# i2c_txn_arbiter

$ cat src/rtl/i2c_pkg.sv
// Shared definitions for the i2c transaction arbiter.
// - master_state_t : state encodings reported by the i2c master
// - READ / WRITE   : master_rw direction encodings
// - arb_state_t    : arbiter sequencing FSM states
package i2c_pkg;

    typedef enum logic [2:0] {
        M_IDLE       = 3'd0,
        M_ADDRESSING = 3'd1,
        M_WAITING    = 3'd2,
        M_READING    = 3'd3,
        M_WRITING    = 3'd4,
        M_DONE       = 3'd5
    } master_state_t;

    localparam logic READ  = 1'b1;
    localparam logic WRITE = 1'b0;

    typedef enum logic [1:0] {
        ARB_IDLE,
        ARB_LAUNCH,
        ARB_RUN,
        ARB_HOLD
    } arb_state_t;

endpackage

$ cat src/rtl/i2c_rr_pick.sv
// Combinational round-robin picker.
// Searches req upward from ptr, wrapping at NUM_REQ, and reports the first
// set bit.
// Ports:
//   req   : request vector
//   ptr   : index where the search starts
//   grant : one-hot winner (all zero when no request)
//   idx   : winner index
//   any   : at least one request present
module i2c_rr_pick #(
    parameter int NUM_REQ = 4,
    parameter int PW      = (NUM_REQ > 1) ? $clog2(NUM_REQ) : 1
) (
    input  logic [NUM_REQ-1:0] req,
    input  logic [PW-1:0]      ptr,
    output logic [NUM_REQ-1:0] grant,
    output logic [PW-1:0]      idx,
    output logic               any
);

    logic [PW-1:0] cand;

    always_comb begin
        grant = '0;
        idx   = '0;
        any   = 1'b0;
        cand  = '0;
        for (int unsigned i = 0; i < NUM_REQ; i++) begin
            cand = PW'((32'(ptr) + i) % NUM_REQ);
            if (!any && req[cand]) begin
                any         = 1'b1;
                grant[cand] = 1'b1;
                idx         = cand;
            end
        end
    end

endmodule

$ cat src/rtl/i2c_txn_arbiter.sv
// Round-robin transaction controller sharing one i2c master between
// NUM_REQ requesters. Each grant runs exactly one byte transaction:
// master_rst is held for LAUNCH_CYCLES, the master runs until it reports
// DONE, the stop condition is given DONE_HOLD cycles, then the requester
// gets a one-cycle req_done (with rdata captured for reads).
// Optional feature: define I2C_ARB_TIMEOUT_EN to add a RUN-phase watchdog of
// TIMEOUT_CYCLES that completes the transaction with req_error.
// Ports:
//   clk, rst (async, active-low)
//   req_valid/req_rw/req_wdata : per-requester request, direction, write byte
//   req_grant/req_done/req_error : per-requester grant, completion, timeout
//   rdata : last read byte;  busy : FSM not idle
//   master_rst/master_rw/master_data_in : drive the master
//   master_state/master_data_out        : from the master
module i2c_txn_arbiter
    import i2c_pkg::*;
#(
    parameter int NUM_REQ        = 4,
    parameter int LAUNCH_CYCLES  = 2,
    parameter int DONE_HOLD      = 2,
    parameter int TIMEOUT_CYCLES = 1024
) (
    input  logic                 clk,
    input  logic                 rst,
    input  logic [NUM_REQ-1:0]   req_valid,
    input  logic [NUM_REQ-1:0]   req_rw,
    input  logic [8*NUM_REQ-1:0] req_wdata,
    output logic [NUM_REQ-1:0]   req_grant,
    output logic [NUM_REQ-1:0]   req_done,
    output logic [NUM_REQ-1:0]   req_error,
    output logic [7:0]           rdata,
    output logic                 busy,
    output logic                 master_rst,
    output logic                 master_rw,
    output logic [7:0]           master_data_in,
    input  logic [2:0]           master_state,
    input  logic [7:0]           master_data_out
);

    localparam int PW   = (NUM_REQ > 1) ? $clog2(NUM_REQ) : 1;
    localparam int CMAX = (TIMEOUT_CYCLES > LAUNCH_CYCLES)
                        ? ((TIMEOUT_CYCLES > DONE_HOLD) ? TIMEOUT_CYCLES : DONE_HOLD)
                        : ((LAUNCH_CYCLES > DONE_HOLD) ? LAUNCH_CYCLES : DONE_HOLD);
    localparam int CW   = $clog2(CMAX + 1);

    arb_state_t           state;
    logic [PW-1:0]        ptr;
    logic [PW-1:0]        winner;
    logic [CW-1:0]        cnt;

    logic [NUM_REQ-1:0]   pick_grant;
    logic [PW-1:0]        pick_idx;
    logic                 pick_any;
    logic [7:0]           pick_wdata;
    logic [PW-1:0]        ptr_next;

    i2c_rr_pick #(
        .NUM_REQ (NUM_REQ),
        .PW      (PW)
    ) u_pick (
        .req   (req_valid),
        .ptr   (ptr),
        .grant (pick_grant),
        .idx   (pick_idx),
        .any   (pick_any)
    );

    always_comb begin
        pick_wdata = '0;
        for (int unsigned i = 0; i < NUM_REQ; i++) begin
            if (PW'(i) == pick_idx) begin
                pick_wdata = req_wdata[8*i +: 8];
            end
        end
    end

    assign ptr_next = (winner == PW'(NUM_REQ - 1)) ? '0 : winner + PW'(1);
    assign busy     = (state != ARB_IDLE);

`ifdef I2C_ARB_TIMEOUT_EN
    logic [NUM_REQ-1:0] err_q;
    assign req_error = err_q;
`else
    assign req_error = '0;
`endif

    always_ff @(posedge clk or negedge rst) begin
        if (!rst) begin
            state          <= ARB_IDLE;
            ptr            <= '0;
            winner         <= '0;
            cnt            <= '0;
            req_grant      <= '0;
            req_done       <= '0;
            rdata          <= 8'h00;
            master_rst     <= 1'b1;
            master_rw      <= WRITE;
            master_data_in <= 8'h00;
`ifdef I2C_ARB_TIMEOUT_EN
            err_q          <= '0;
`endif
        end else begin
            req_done <= '0;
`ifdef I2C_ARB_TIMEOUT_EN
            err_q    <= '0;
`endif
            case (state)
                ARB_IDLE: begin
                    master_rst <= 1'b1;
                    if (pick_any) begin
                        req_grant      <= pick_grant;
                        winner         <= pick_idx;
                        master_rw      <= req_rw[pick_idx];
                        master_data_in <= pick_wdata;
                        cnt            <= '0;
                        state          <= ARB_LAUNCH;
                    end
                end
                ARB_LAUNCH: begin
                    if (cnt == CW'(LAUNCH_CYCLES - 1)) begin
                        master_rst <= 1'b0;
                        cnt        <= '0;
                        state      <= ARB_RUN;
                    end else begin
                        cnt <= cnt + CW'(1);
                    end
                end
                ARB_RUN: begin
                    if (master_state == M_DONE) begin
                        if (master_rw == READ) begin
                            rdata <= master_data_out;
                        end
                        cnt   <= '0;
                        state <= ARB_HOLD;
`ifdef I2C_ARB_TIMEOUT_EN
                    end else if (cnt == CW'(TIMEOUT_CYCLES - 2)) begin
                        // Registered pulse lands in the TIMEOUT_CYCLES-th RUN
                        // cycle; master_rst rises from IDLE one cycle later.
                        req_done  <= req_grant;
                        err_q     <= req_grant;
                        req_grant <= '0;
                        ptr       <= ptr_next;
                        state     <= ARB_IDLE;
                    end else begin
                        cnt <= cnt + CW'(1);
`endif
                    end
                end
                ARB_HOLD: begin
                    if (cnt == CW'(DONE_HOLD - 1)) begin
                        req_done   <= req_grant;
                        req_grant  <= '0;
                        master_rst <= 1'b1;
                        ptr        <= ptr_next;
                        state      <= ARB_IDLE;
                    end else begin
                        cnt <= cnt + CW'(1);
                    end
                end
                default: state <= ARB_IDLE;
            endcase
        end
    end

endmodule

$ cat config.mk
export PLATFORM = sky130hd
export DESIGN_NAME = i2c_txn_arbiter
export DESIGN_NICKNAME = d
export VERILOG_FILES = /design/src/rtl/i2c_pkg.sv /design/src/rtl/i2c_rr_pick.sv /design/src/rtl/i2c_txn_arbiter.sv
export SDC_FILE = /design/constraint.sdc
export NUM_CORES = 1
export LEC_CHECK = 0
export CORE_MARGIN = 2
export CORE_UTILIZATION = 32
export DETAILED_ROUTE_END_ITERATION = 12
export PLACE_DENSITY_LB_ADDON = 0.15
export SYNTH_ARGS = -nofsm -noshare
export SYNTH_HDL_FRONTEND = slang
export SYNTH_SLANG_ARGS = --single-unit
$ cat constraint.sdc
create_clock -name clk -period 3.5 [get_ports clk]
set_input_delay 0.525 -clock clk [delete_from_list [all_inputs] [get_ports clk]]
set_output_delay 0.525 -clock clk [all_outputs]
set_load 0.05 [all_outputs]
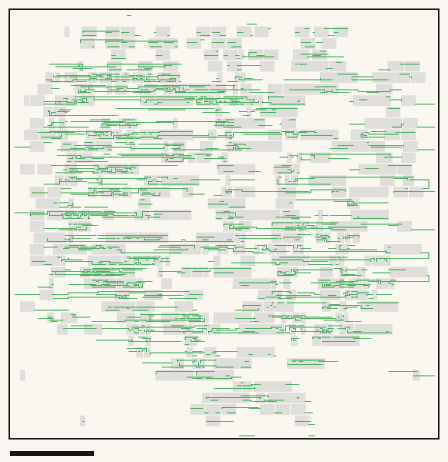
**Above:** i2c_txn_arbiter (met1 routing).
Bar = 20 microns.
longest straight run = 32.2 microns
nets with wire on the layer = 408
wire length on this layer = 3690 microns
met1 usage: 0.2137
routed wire length: 7868 microns
vias after detailed routing: 2748

==> impl_metrics.json <==
{
  "status": "complete, no violations",
  "first_pass_grt_wire_length_microns": 12640,
  "max_freq_mhz": 324.4,
  "largestRegisters": "cnt (11), master_data_in (8), rdata (8)",
  "yosys_cells": 328,
  "nets_final": 471,
  "post_dp_cell_area_sq_um": 3933,
  "dp_worst_setup_slack_ps": 274.9,
  "buffers_inverters_on_critical_path": 1,
  "peakVddDrop_mv": 0.3492,
  "top_area_cell": "dfrtp_1",
  "non_clock_buffer_count": 85,
  "antenna_left": 0,
  "pin_count_of_the_biggest_net_entering_global_routing": 44,
  "hold_path_class": "input port to async pin",
  "net-switching-power_uw": 1768,
  "clock_skew_ps": 4.648,
  "clk_pin_slew_ps": 90,
  "number_of_resized_instances_in_the_post_cts_repair_step": 0,
  "cp-startpoint": "ptr[0]$_DFFE_PN0P_",
  "synth.area.top_cells": "dfrtp_1, ha_1, nand2_1",
  "largest_reg_flops": 11,
  "vias_per_cell": 5.156,
  "setup.worst_path.end_class": "flop"
}

# stft_frame_scheduler

**stft_frame_scheduler: met1 routing**

Bar = 200 microns.
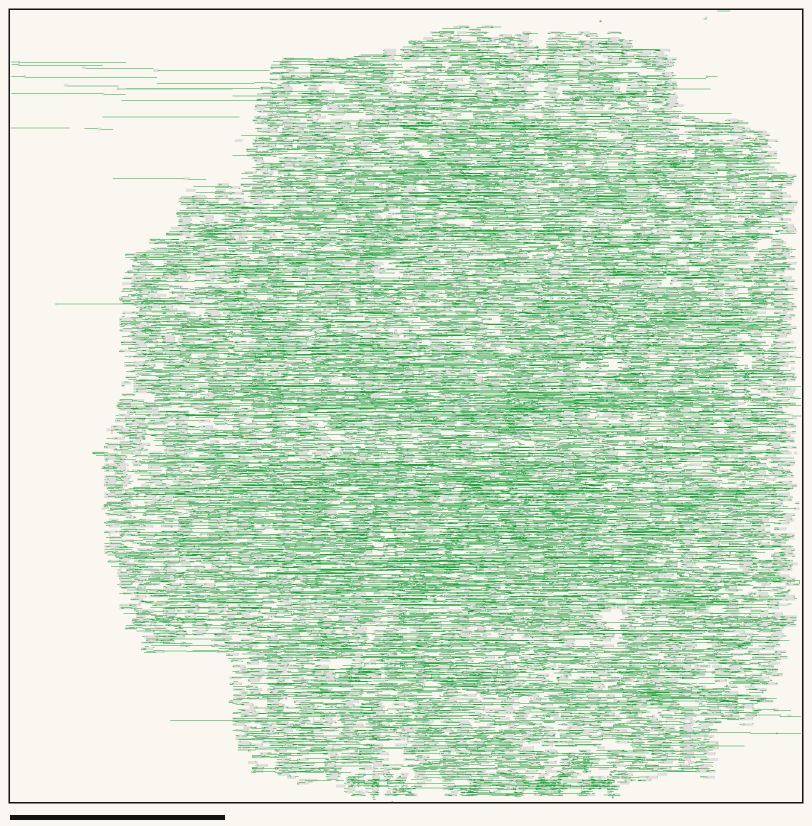
**stft_frame_scheduler: metal 2**

Bar = 200 microns.
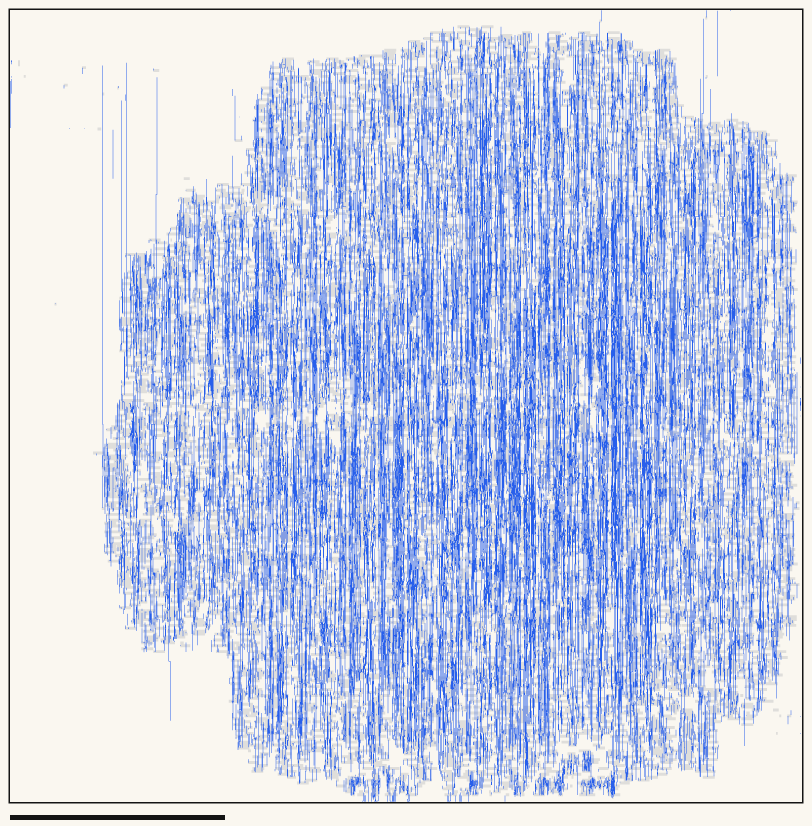
===== config.mk =====
export PLATFORM = sky130hd
export DESIGN_NAME = stft_frame_scheduler
export DESIGN_NICKNAME = d
export VERILOG_FILES = /design/src/rtl/stft_frame_scheduler.sv
export SDC_FILE = /design/constraint.sdc
export NUM_CORES = 2
export LEC_CHECK = 0
export CORE_MARGIN = 2
export CORE_UTILIZATION = 30
export DETAILED_ROUTE_END_ITERATION = 7
export PLACE_DENSITY = 0.43
export RECOVER_POWER = 25
export SLEW_MARGIN = 10
export SYNTH_ARGS = -nofsm -noshare
export SYNTH_HDL_FRONTEND = slang
export SYNTH_SLANG_ARGS = --single-unit

===== constraint.sdc =====
create_clock -name clk -period 3 [get_ports clk]
set_clock_uncertainty 0.1 [all_clocks]
set_input_delay 0.75 -clock clk [delete_from_list [all_inputs] [get_ports clk]]
set_output_delay 0.75 -clock clk [all_outputs]
set_load 0.005 [all_outputs]

===== src/rtl/stft_frame_scheduler.sv =====
// stft_frame_scheduler
//   Collects the STFT input-stage sample stream into an FFT_SIZE-deep circular
//   window buffer. Every HOP new samples, once the window is full, it streams
//   one whole frame to the FFT engine, oldest sample first. It then waits for
//   the engine's completion pulse before it arms the next frame.
//
// Ports
//   clk            compute clock
//   RESET          synchronous, active-high reset
//   start_compute  one-cycle strobe qualifying i_sample
//   i_sample       signed input sample
//   fft_ready      FFT core accepts a word when high
//   fft_done       one-cycle pulse: FFT finished the current frame
//   o_fft_data     frame word to the FFT core
//   o_fft_valid    o_fft_data valid; a transfer is valid && ready
//   o_fft_last     marks the final word of a frame
//   o_frame_start  one-cycle pulse when a frame is armed
//   o_busy         high while streaming or waiting for fft_done
//   o_overrun      sticky: a frame trigger arrived while busy and was dropped
//   o_frame_count  completed frames, wraps at 2^16
module stft_frame_scheduler #(
  parameter int unsigned WORD_WIDTH = 16,
  parameter int unsigned FFT_SIZE   = 256,
  parameter int unsigned HOP        = 64,
  parameter int unsigned ADDR_W     = 8
) (
  input  logic                         clk,
  input  logic                         RESET,
  input  logic                         start_compute,
  input  logic signed [WORD_WIDTH-1:0] i_sample,
  input  logic                         fft_ready,
  input  logic                         fft_done,
  output logic signed [WORD_WIDTH-1:0] o_fft_data,
  output logic                         o_fft_valid,
  output logic                         o_fft_last,
  output logic                         o_frame_start,
  output logic                         o_busy,
  output logic                         o_overrun,
  output logic [15:0]                  o_frame_count
);

  localparam int unsigned CntW = ADDR_W + 1;
  localparam int unsigned HopW = $clog2(HOP + 1);
  localparam logic [CntW-1:0] FillFull = CntW'(FFT_SIZE);
  localparam logic [CntW-1:0] LastBeat = CntW'(FFT_SIZE - 1);
  localparam logic [HopW-1:0] HopMax   = HopW'(HOP);

  typedef enum logic [1:0] {StIdle, StStream, StWaitDone} state_e;

  state_e state_q, state_d;

  logic [WORD_WIDTH-1:0] mem [FFT_SIZE];

  logic [ADDR_W-1:0]     wr_ptr_q;
  logic [ADDR_W-1:0]     rd_ptr_q;
  logic [CntW-1:0]       fill_cnt_q;
  logic [HopW-1:0]       hop_cnt_q;
  logic [CntW-1:0]       issue_cnt_q;   // words fetched from the buffer this frame
  logic [WORD_WIDTH-1:0] data_q;
  logic                  valid_q;
  logic                  last_q;
  logic                  frame_start_q;
  logic                  overrun_q;
  logic [15:0]           frame_count_q;

  logic trigger;
  logic xfer;
  logic last_xfer;
  logic issue_done;
  logic start_frame;
  logic overrun_set;
  logic load;
  logic frame_done;
  logic busy;

  assign trigger    = (fill_cnt_q == FillFull) && (hop_cnt_q == HopMax);
  assign xfer       = valid_q && fft_ready;
  assign last_xfer  = xfer && last_q;
  assign issue_done = (issue_cnt_q == FillFull);

  // State register
  always_ff @(posedge clk) begin
    if (RESET) begin
      state_q <= StIdle;
    end else begin
      state_q <= state_d;
    end
  end

  // Next-state logic
  always_comb begin
    state_d = state_q;
    unique case (state_q)
      StIdle:     if (trigger)   state_d = StStream;
      StStream:   if (last_xfer) state_d = StWaitDone;
      StWaitDone: if (fft_done)  state_d = StIdle;
      default:                   state_d = StIdle;
    endcase
  end

  // Per-state control decode
  always_comb begin
    start_frame = 1'b0;
    overrun_set = 1'b0;
    load        = 1'b0;
    frame_done  = 1'b0;
    busy        = 1'b0;
    unique case (state_q)
      StIdle: begin
        start_frame = trigger;
      end
      StStream: begin
        busy        = 1'b1;
        overrun_set = trigger;
        // Refill the output register when it is empty or being drained.
        load        = !issue_done && (!valid_q || fft_ready);
      end
      StWaitDone: begin
        busy        = 1'b1;
        overrun_set = trigger;
        frame_done  = fft_done;
      end
      default: ;
    endcase
  end

  // Window buffer write port; contents need no reset.
  always_ff @(posedge clk) begin
    if (start_compute) begin
      mem[wr_ptr_q] <= i_sample;
    end
  end

  // Write-side counters, read pipeline and status registers
  always_ff @(posedge clk) begin
    if (RESET) begin
      wr_ptr_q      <= '0;
      rd_ptr_q      <= '0;
      fill_cnt_q    <= '0;
      hop_cnt_q     <= '0;
      issue_cnt_q   <= '0;
      data_q        <= '0;
      valid_q       <= 1'b0;
      last_q        <= 1'b0;
      frame_start_q <= 1'b0;
      overrun_q     <= 1'b0;
      frame_count_q <= '0;
    end else begin
      if (start_compute) begin
        wr_ptr_q <= wr_ptr_q + 1'b1;
        if (fill_cnt_q != FillFull) begin
          fill_cnt_q <= fill_cnt_q + 1'b1;
        end
      end

      // A trigger restarts the hop count; a coincident write counts as the first.
      if (trigger) begin
        hop_cnt_q <= start_compute ? HopW'(1) : '0;
      end else if (start_compute && (hop_cnt_q != HopMax)) begin
        hop_cnt_q <= hop_cnt_q + 1'b1;
      end

      frame_start_q <= start_frame;

      if (start_frame) begin
        rd_ptr_q    <= wr_ptr_q;
        issue_cnt_q <= '0;
      end else if (load) begin
        rd_ptr_q    <= rd_ptr_q + 1'b1;
        issue_cnt_q <= issue_cnt_q + 1'b1;
      end

      // Synchronous read straight into the output register; the NBA on mem
      // makes a same-address write land after this read.
      if (load) begin
        data_q  <= mem[rd_ptr_q];
        valid_q <= 1'b1;
        last_q  <= (issue_cnt_q == LastBeat);
      end else if (xfer) begin
        valid_q <= 1'b0;
        last_q  <= 1'b0;
      end

      if (overrun_set) begin
        overrun_q <= 1'b1;
      end

      if (frame_done) begin
        frame_count_q <= frame_count_q + 16'd1;
      end
    end
  end

  assign o_fft_data    = data_q;
  assign o_fft_valid   = valid_q;
  assign o_fft_last    = last_q;
  assign o_frame_start = frame_start_q;
  assign o_busy        = busy;
  assign o_overrun     = overrun_q;
  assign o_frame_count = frame_count_q;

endmodule


==> impl_metrics.json <==
{
  "avgRoutedWirePerCell_microns": 34.00,
  "area_fraction_in_and_or_nand_and_nor_cells_after_synthesis": 0.02205,
  "edf_count": 4096,
  "maxSlewViolCount": 791,
  "cp-endpoint": "o_fft_data[9]$_SDFFE_PP0P_",
  "hold_path.startpoint": "RESET",
  "avgSynthCellArea_sq_um": 21.33,
  "status": "finished, violations left",
  "gp_congestion": 0.8333,
  "nets_final": 9230,
  "violations": "max-capacitance violations, max-slew violations, negative setup slack",
  "flop_cell": "edfxtp_1",
  "totalNegativeSetupSlack_ps": -5862,
  "ys.warnings.count": 0,
  "postRouteWirelength_microns": 570600,
  "ys_sh_adder": 0.001317,
  "setup_viol": 90,
  "reg2reg_slack_ps": -350,
  "synthDistinctLibCells": 78,
  "area_dominant_class": "sequential cells",
  "clk-insertion-delay-late_ps": 1050,
  "met1_usage": 0.2874,
  "highest-signal-layer": "met5",
  "post_cts.repair.setup_buffers": 112,
  "layout.clock_buffers": 529,
  "antennaDiodeCount": 26,
  "root_buffer": "clkbuf_16",
  "dp_worst_setup_slack_ps": -1365,
  "mappedNetlistNets": 7612,
  "htree_num_levels": 5,
  "drt_pass1_iterations": 6,
  "peakVddDrop_mv": 0.4853,
  "critPathSlowestCell": "mux4_2",
  "first_global_vias": 87700,
  "detailed_place_hpwl_microns": 366900,
  "setup_ws_ps": -350.9,
  "layout.buffer.nonclock.area_share": 0.09451,
  "yosys_cells": 7574,
  "power_top_consumer": "sequential cells",
  "number_of_max_cap_violations": 15,
  "antenna_violations_before_repair": 43,
  "drt_iter0_markers": 9537,
  "slew_headroom": -0.7912
}
Notes on 'met1 routing' of stft_frame_scheduler above:
nets with wire on the layer = 8950
wire length on this layer = 247 mm
share of all routed wire = 43%
main direction = horizontal
longest straight run = 193 microns

Notes on 'metal 2' of stft_frame_scheduler above:
wire length on this layer = 272 mm
main direction = vertical
nets with wire on the layer = 8322


# sw_enable_conditioner_flat

==> src/rtl/sw_enable_conditioner_pkg.sv <==
// Shared types and defaults for the switch enable conditioner and related
// board-switch logic.
package sw_enable_conditioner_pkg;

   typedef enum logic [1:0] {
      S_LOW       = 2'b00,
      S_RISE_WAIT = 2'b01,
      S_HIGH      = 2'b10,
      S_FALL_WAIT = 2'b11
   } sw_state_t;

   localparam int SYNC_STAGES_DEF     = 2;
   localparam int DEBOUNCE_CYCLES_DEF = 500000;

   // States in which the debounced switch level is considered high.
   function automatic logic is_high_side(input sw_state_t s);
      return (s == S_HIGH) || (s == S_FALL_WAIT);
   endfunction

endpackage

==> src/rtl/sw_enable_conditioner_if.sv <==
// Switch-side signal bundle: raw pin and mode in, conditioned enable and
// press/release strobes out.
interface sw_enable_conditioner_if;

   logic SW_raw;
   logic Toggle_Mode;
   logic Enable_SW_0;
   logic Press;
   logic Release;

   modport master (
      output SW_raw,
      output Toggle_Mode,
      input  Enable_SW_0,
      input  Press,
      input  Release
   );

   modport slave (
      input  SW_raw,
      input  Toggle_Mode,
      output Enable_SW_0,
      output Press,
      output Release
   );

endinterface

==> src/rtl/sw_enable_conditioner_sync.sv <==
// Parameterized N-flop metastability synchronizer with asynchronous reset,
// reusable for any asynchronous board switch.
module sw_sync #(
   parameter int STAGES = 2
) (
   input  logic clk,
   input  logic rst,
   input  logic i_d,
   output logic o_q
);

   logic [STAGES-1:0] r_chain;

   always_ff @(posedge clk or posedge rst) begin
      if (rst) begin
         r_chain <= '0;
      end else begin
         r_chain <= {r_chain[STAGES-2:0], i_d};
      end
   end

   assign o_q = r_chain[STAGES-1];

endmodule

==> src/rtl/sw_enable_conditioner.sv <==
// Debounces a raw switch into a registered PWM enable (level or toggle mode)
// with one-cycle press/release strobes.
module sw_enable_conditioner
   import sw_enable_conditioner_pkg::*;
#(
   parameter int SYNC_STAGES     = SYNC_STAGES_DEF,
   parameter int DEBOUNCE_CYCLES = DEBOUNCE_CYCLES_DEF,
   parameter int CNT_W           = $clog2(DEBOUNCE_CYCLES)
) (
   input  logic                      sysclk,
   input  logic                      rst,
   sw_enable_conditioner_if.slave    bus
);

   localparam logic [CNT_W-1:0] CNT_ONE  = CNT_W'(1);
   localparam logic [CNT_W-1:0] CNT_LAST = CNT_W'(DEBOUNCE_CYCLES - 1);

   logic             w_sw_s;
   sw_state_t        r_state;
   sw_state_t        w_state_nxt;
   logic [CNT_W-1:0] r_cnt;
   logic [CNT_W-1:0] w_cnt_nxt;
   logic             r_press;
   logic             w_press_nxt;
   logic             r_release;
   logic             w_release_nxt;
   logic             r_tog;
   logic             w_tog_nxt;
   logic             r_en;
   logic             w_en_nxt;

   sw_sync #(
      .STAGES (SYNC_STAGES)
   ) u_sync (
      .clk (sysclk),
      .rst (rst),
      .i_d (bus.SW_raw),
      .o_q (w_sw_s)
   );

   always_ff @(posedge sysclk or posedge rst) begin
      if (rst) begin
         r_state   <= S_LOW;
         r_cnt     <= '0;
         r_press   <= 1'b0;
         r_release <= 1'b0;
         r_tog     <= 1'b0;
         r_en      <= 1'b0;
      end else begin
         r_state   <= w_state_nxt;
         r_cnt     <= w_cnt_nxt;
         r_press   <= w_press_nxt;
         r_release <= w_release_nxt;
         r_tog     <= w_tog_nxt;
         r_en      <= w_en_nxt;
      end
   end

   // The counter holds the number of consecutive samples seen so far in a
   // wait state; the D-th agreeing sample (count == D-1) is the acceptance.
   always_comb begin
      w_state_nxt   = r_state;
      w_cnt_nxt     = '0;
      w_press_nxt   = 1'b0;
      w_release_nxt = 1'b0;
      case (r_state)
         S_LOW: begin
            if (w_sw_s) begin
               w_state_nxt = S_RISE_WAIT;
               w_cnt_nxt   = CNT_ONE;
            end
         end
         S_RISE_WAIT: begin
            if (!w_sw_s) begin
               w_state_nxt = S_LOW;
            end else if (r_cnt == CNT_LAST) begin
               w_state_nxt = S_HIGH;
               w_press_nxt = 1'b1;
            end else begin
               w_cnt_nxt = r_cnt + 1'b1;
            end
         end
         S_HIGH: begin
            if (!w_sw_s) begin
               w_state_nxt = S_FALL_WAIT;
               w_cnt_nxt   = CNT_ONE;
            end
         end
         S_FALL_WAIT: begin
            if (w_sw_s) begin
               w_state_nxt = S_HIGH;
            end else if (r_cnt == CNT_LAST) begin
               w_state_nxt   = S_LOW;
               w_release_nxt = 1'b1;
            end else begin
               w_cnt_nxt = r_cnt + 1'b1;
            end
         end
         default: begin
            w_state_nxt = S_LOW;
         end
      endcase
      // Enable follows whichever source the current mode selects, so a mode
      // change takes effect on the next edge without any strobe.
      w_tog_nxt = r_tog ^ w_press_nxt;
      w_en_nxt  = bus.Toggle_Mode ? w_tog_nxt : is_high_side(w_state_nxt);
   end

   assign bus.Enable_SW_0 = r_en;
   assign bus.Press       = r_press;
   assign bus.Release     = r_release;

endmodule

==> src/flat_wrapper.sv <==
// flat-port wrapper written by rule: the top's interface ports become plain ports
module sw_enable_conditioner_flat import sw_enable_conditioner_pkg::*;
#(
   parameter int SYNC_STAGES     = SYNC_STAGES_DEF,
   parameter int DEBOUNCE_CYCLES = DEBOUNCE_CYCLES_DEF,
   parameter int CNT_W           = $clog2(DEBOUNCE_CYCLES)
)
  (sysclk, rst, bus_SW_raw, bus_Toggle_Mode, bus_Enable_SW_0, bus_Press, bus_Release);
  sw_enable_conditioner_if bus_i ();
  input  logic sysclk;
  input  logic rst;
  input wire logic [$bits(bus_i.SW_raw)-1:0] bus_SW_raw;
  input wire logic [$bits(bus_i.Toggle_Mode)-1:0] bus_Toggle_Mode;
  output wire logic [$bits(bus_i.Enable_SW_0)-1:0] bus_Enable_SW_0;
  output wire logic [$bits(bus_i.Press)-1:0] bus_Press;
  output wire logic [$bits(bus_i.Release)-1:0] bus_Release;
  assign bus_i.SW_raw = bus_SW_raw;
  assign bus_i.Toggle_Mode = bus_Toggle_Mode;
  assign bus_Enable_SW_0 = bus_i.Enable_SW_0;
  assign bus_Press = bus_i.Press;
  assign bus_Release = bus_i.Release;
  sw_enable_conditioner #(.SYNC_STAGES(SYNC_STAGES), .DEBOUNCE_CYCLES(DEBOUNCE_CYCLES), .CNT_W(CNT_W)) u_core (.sysclk(sysclk), .rst(rst), .bus(bus_i));
endmodule
==> config.mk <==
export PLATFORM = sky130hd
export DESIGN_NAME = sw_enable_conditioner_flat
export DESIGN_NICKNAME = d
export VERILOG_FILES = /design/src/rtl/sw_enable_conditioner_pkg.sv /design/src/rtl/sw_enable_conditioner_if.sv /design/src/rtl/sw_enable_conditioner_sync.sv /design/src/rtl/sw_enable_conditioner.sv /design/src/flat_wrapper.sv
export SDC_FILE = /design/constraint.sdc
export NUM_CORES = 1
export LEC_CHECK = 0
export ABC_AREA = 0
export CELL_PAD_IN_SITES_DETAIL_PLACEMENT = 1
export CELL_PAD_IN_SITES_GLOBAL_PLACEMENT = 1
export CORE_MARGIN = 10
export CORE_UTILIZATION = 45
export DETAILED_ROUTE_END_ITERATION = 6
export PLACE_DENSITY_LB_ADDON = 0.2
export SLEW_MARGIN = 10
export SYNTH_ARGS = -nofsm -noshare
export SYNTH_HDL_FRONTEND = slang
export SYNTH_SLANG_ARGS = --single-unit
==> constraint.sdc <==
create_clock -name sysclk -period 2.45 [get_ports sysclk]
set_input_delay 0.49 -clock sysclk [delete_from_list [all_inputs] [get_ports sysclk]]
set_output_delay 0.49 -clock sysclk [all_outputs]
set_load 0.05 [all_outputs]
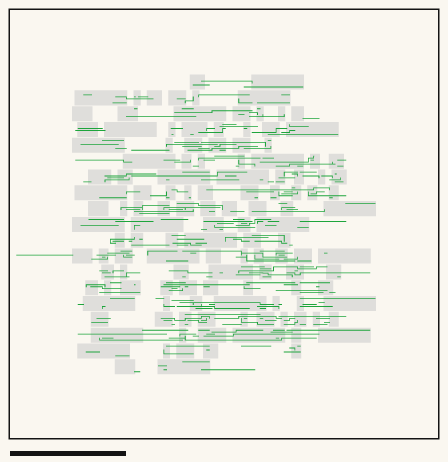
**Above:** sw_enable_conditioner_flat (met1 routing).
Bar = 20 microns.
wire length on this layer = 1180 microns
longest straight run = 18.4 microns
main direction = horizontal
nets with wire on the layer = 122
routed wire length: 2626 microns
met1 usage: 0.1300

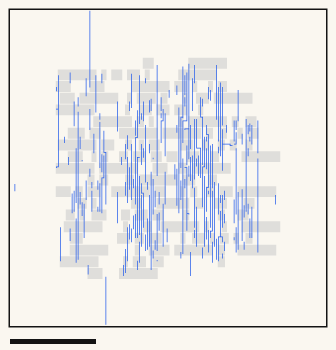
**Above:** sw_enable_conditioner_flat (metal 2).
Bar = 20 microns.
wire length on this layer = 1300 microns
nets with wire on the layer = 121
vias after detailed routing: 927
global routing usage on met2: 0.1705

==> impl_metrics.json <==
{
  "status": "complete, no violations",
  "hold_violations": 0,
  "synth.cell_area_sq_um": 1292,
  "htree_num_levels": 1,
  "fp.dieArea_sq_um": 5415,
  "power_frac_comb": 0.043,
  "largest_reg_flops": 19,
  "r2r-end": "u_core.r_cnt[6]$_DFF_PP0_",
  "totalNegativeSetupSlack_ps": 0,
  "p_per_area_nw_per_um2": 485.9,
  "proportion_of_layout_cells_with_a_drive_suffix_above_1": 0.09160,
  "buffers_inverters_on_critical_path": 1,
  "antennaDiodeCount": 0,
  "synthMostInstantiatedCell": "dfrtp_1",
  "post_dp_cell_area_sq_um": 1383,
  "stdcell_area_sq_um": 1413,
  "core_region_area_sq_um": 2758,
  "design.seq.count": 27,
  "cp.arrival_ps": 1500,
  "gate_count_after_technology_mapping": 121,
  "share_of_the_final_layout_cell_area_in_sequential_cells": 0.4783,
  "cp-endpoint": "bus_Release",
  "gp_congestion": 0.7947,
  "post-route-min-period_ps": 1993,
  "synth_sequential_area_ratio": 0.5227,
  "synthDistinctLibCells": 32,
  "critPathSlowestCell": "clkdlybuf4s50_1",
  "ff2ff_path_depth": 6,
  "transition_time_at_the_pin_with_the_least_slew_margin_ps": 501.8,
  "pin_count_of_the_biggest_net_entering_global_routing": 28,
  "first_global_vias": 978,
  "vias_per_cell": 5.722,
  "highest_count_logic_cell_in_the_final_layout": "dfrtp_1",
  "numCtsBuffers": 3
}


==> screenshots <==
The metal 3 layer.
Plate I
Bar = 20 microns.
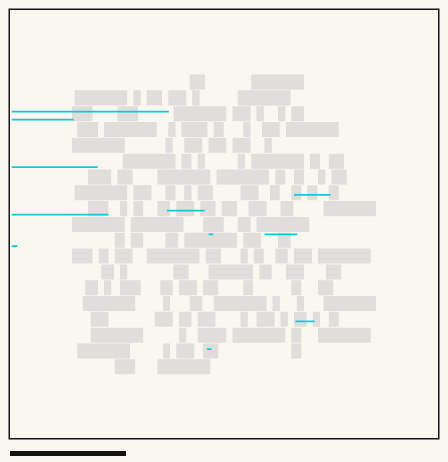
Plate II
Bar = 20 microns.
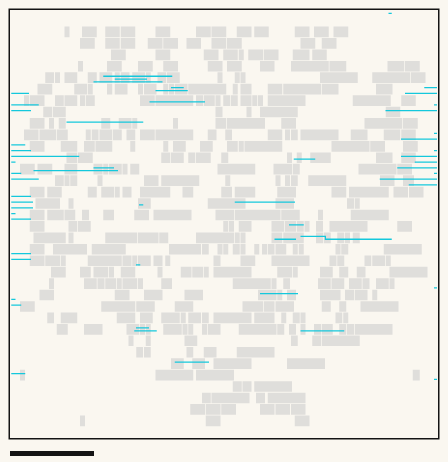
Plate III
Bar = 200 microns.
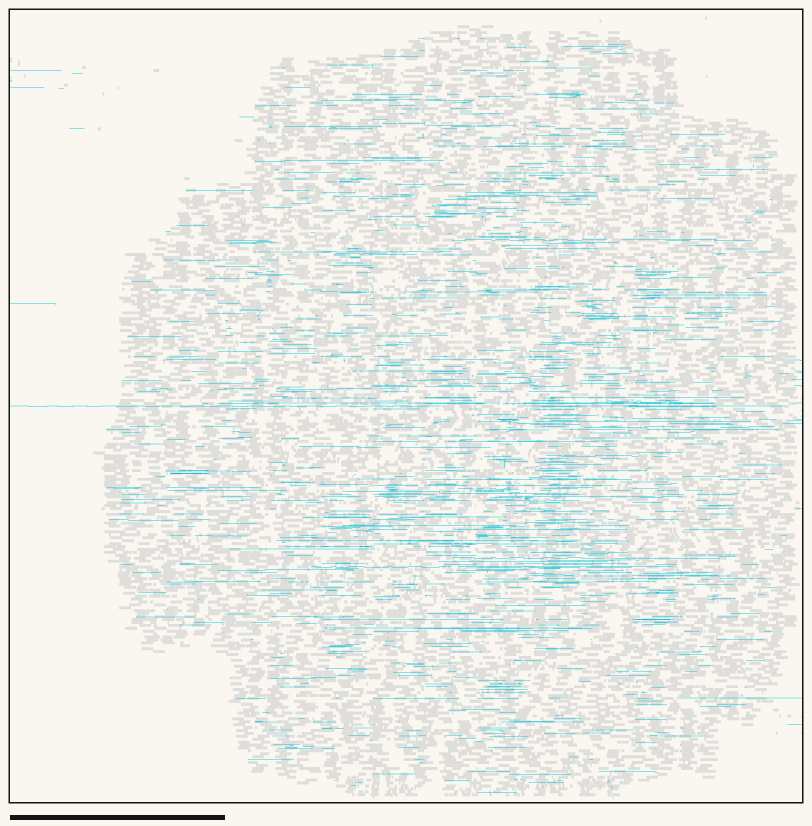
- largest die: Plate III
- smallest die: Plate I
sw_enable_conditioner_flat is Plate I.
i2c_txn_arbiter is Plate II.
stft_frame_scheduler is Plate III.

Key to Plate I:
main direction = horizontal
share of all routed wire = 3.4%
wire length on this layer = 89.5 microns

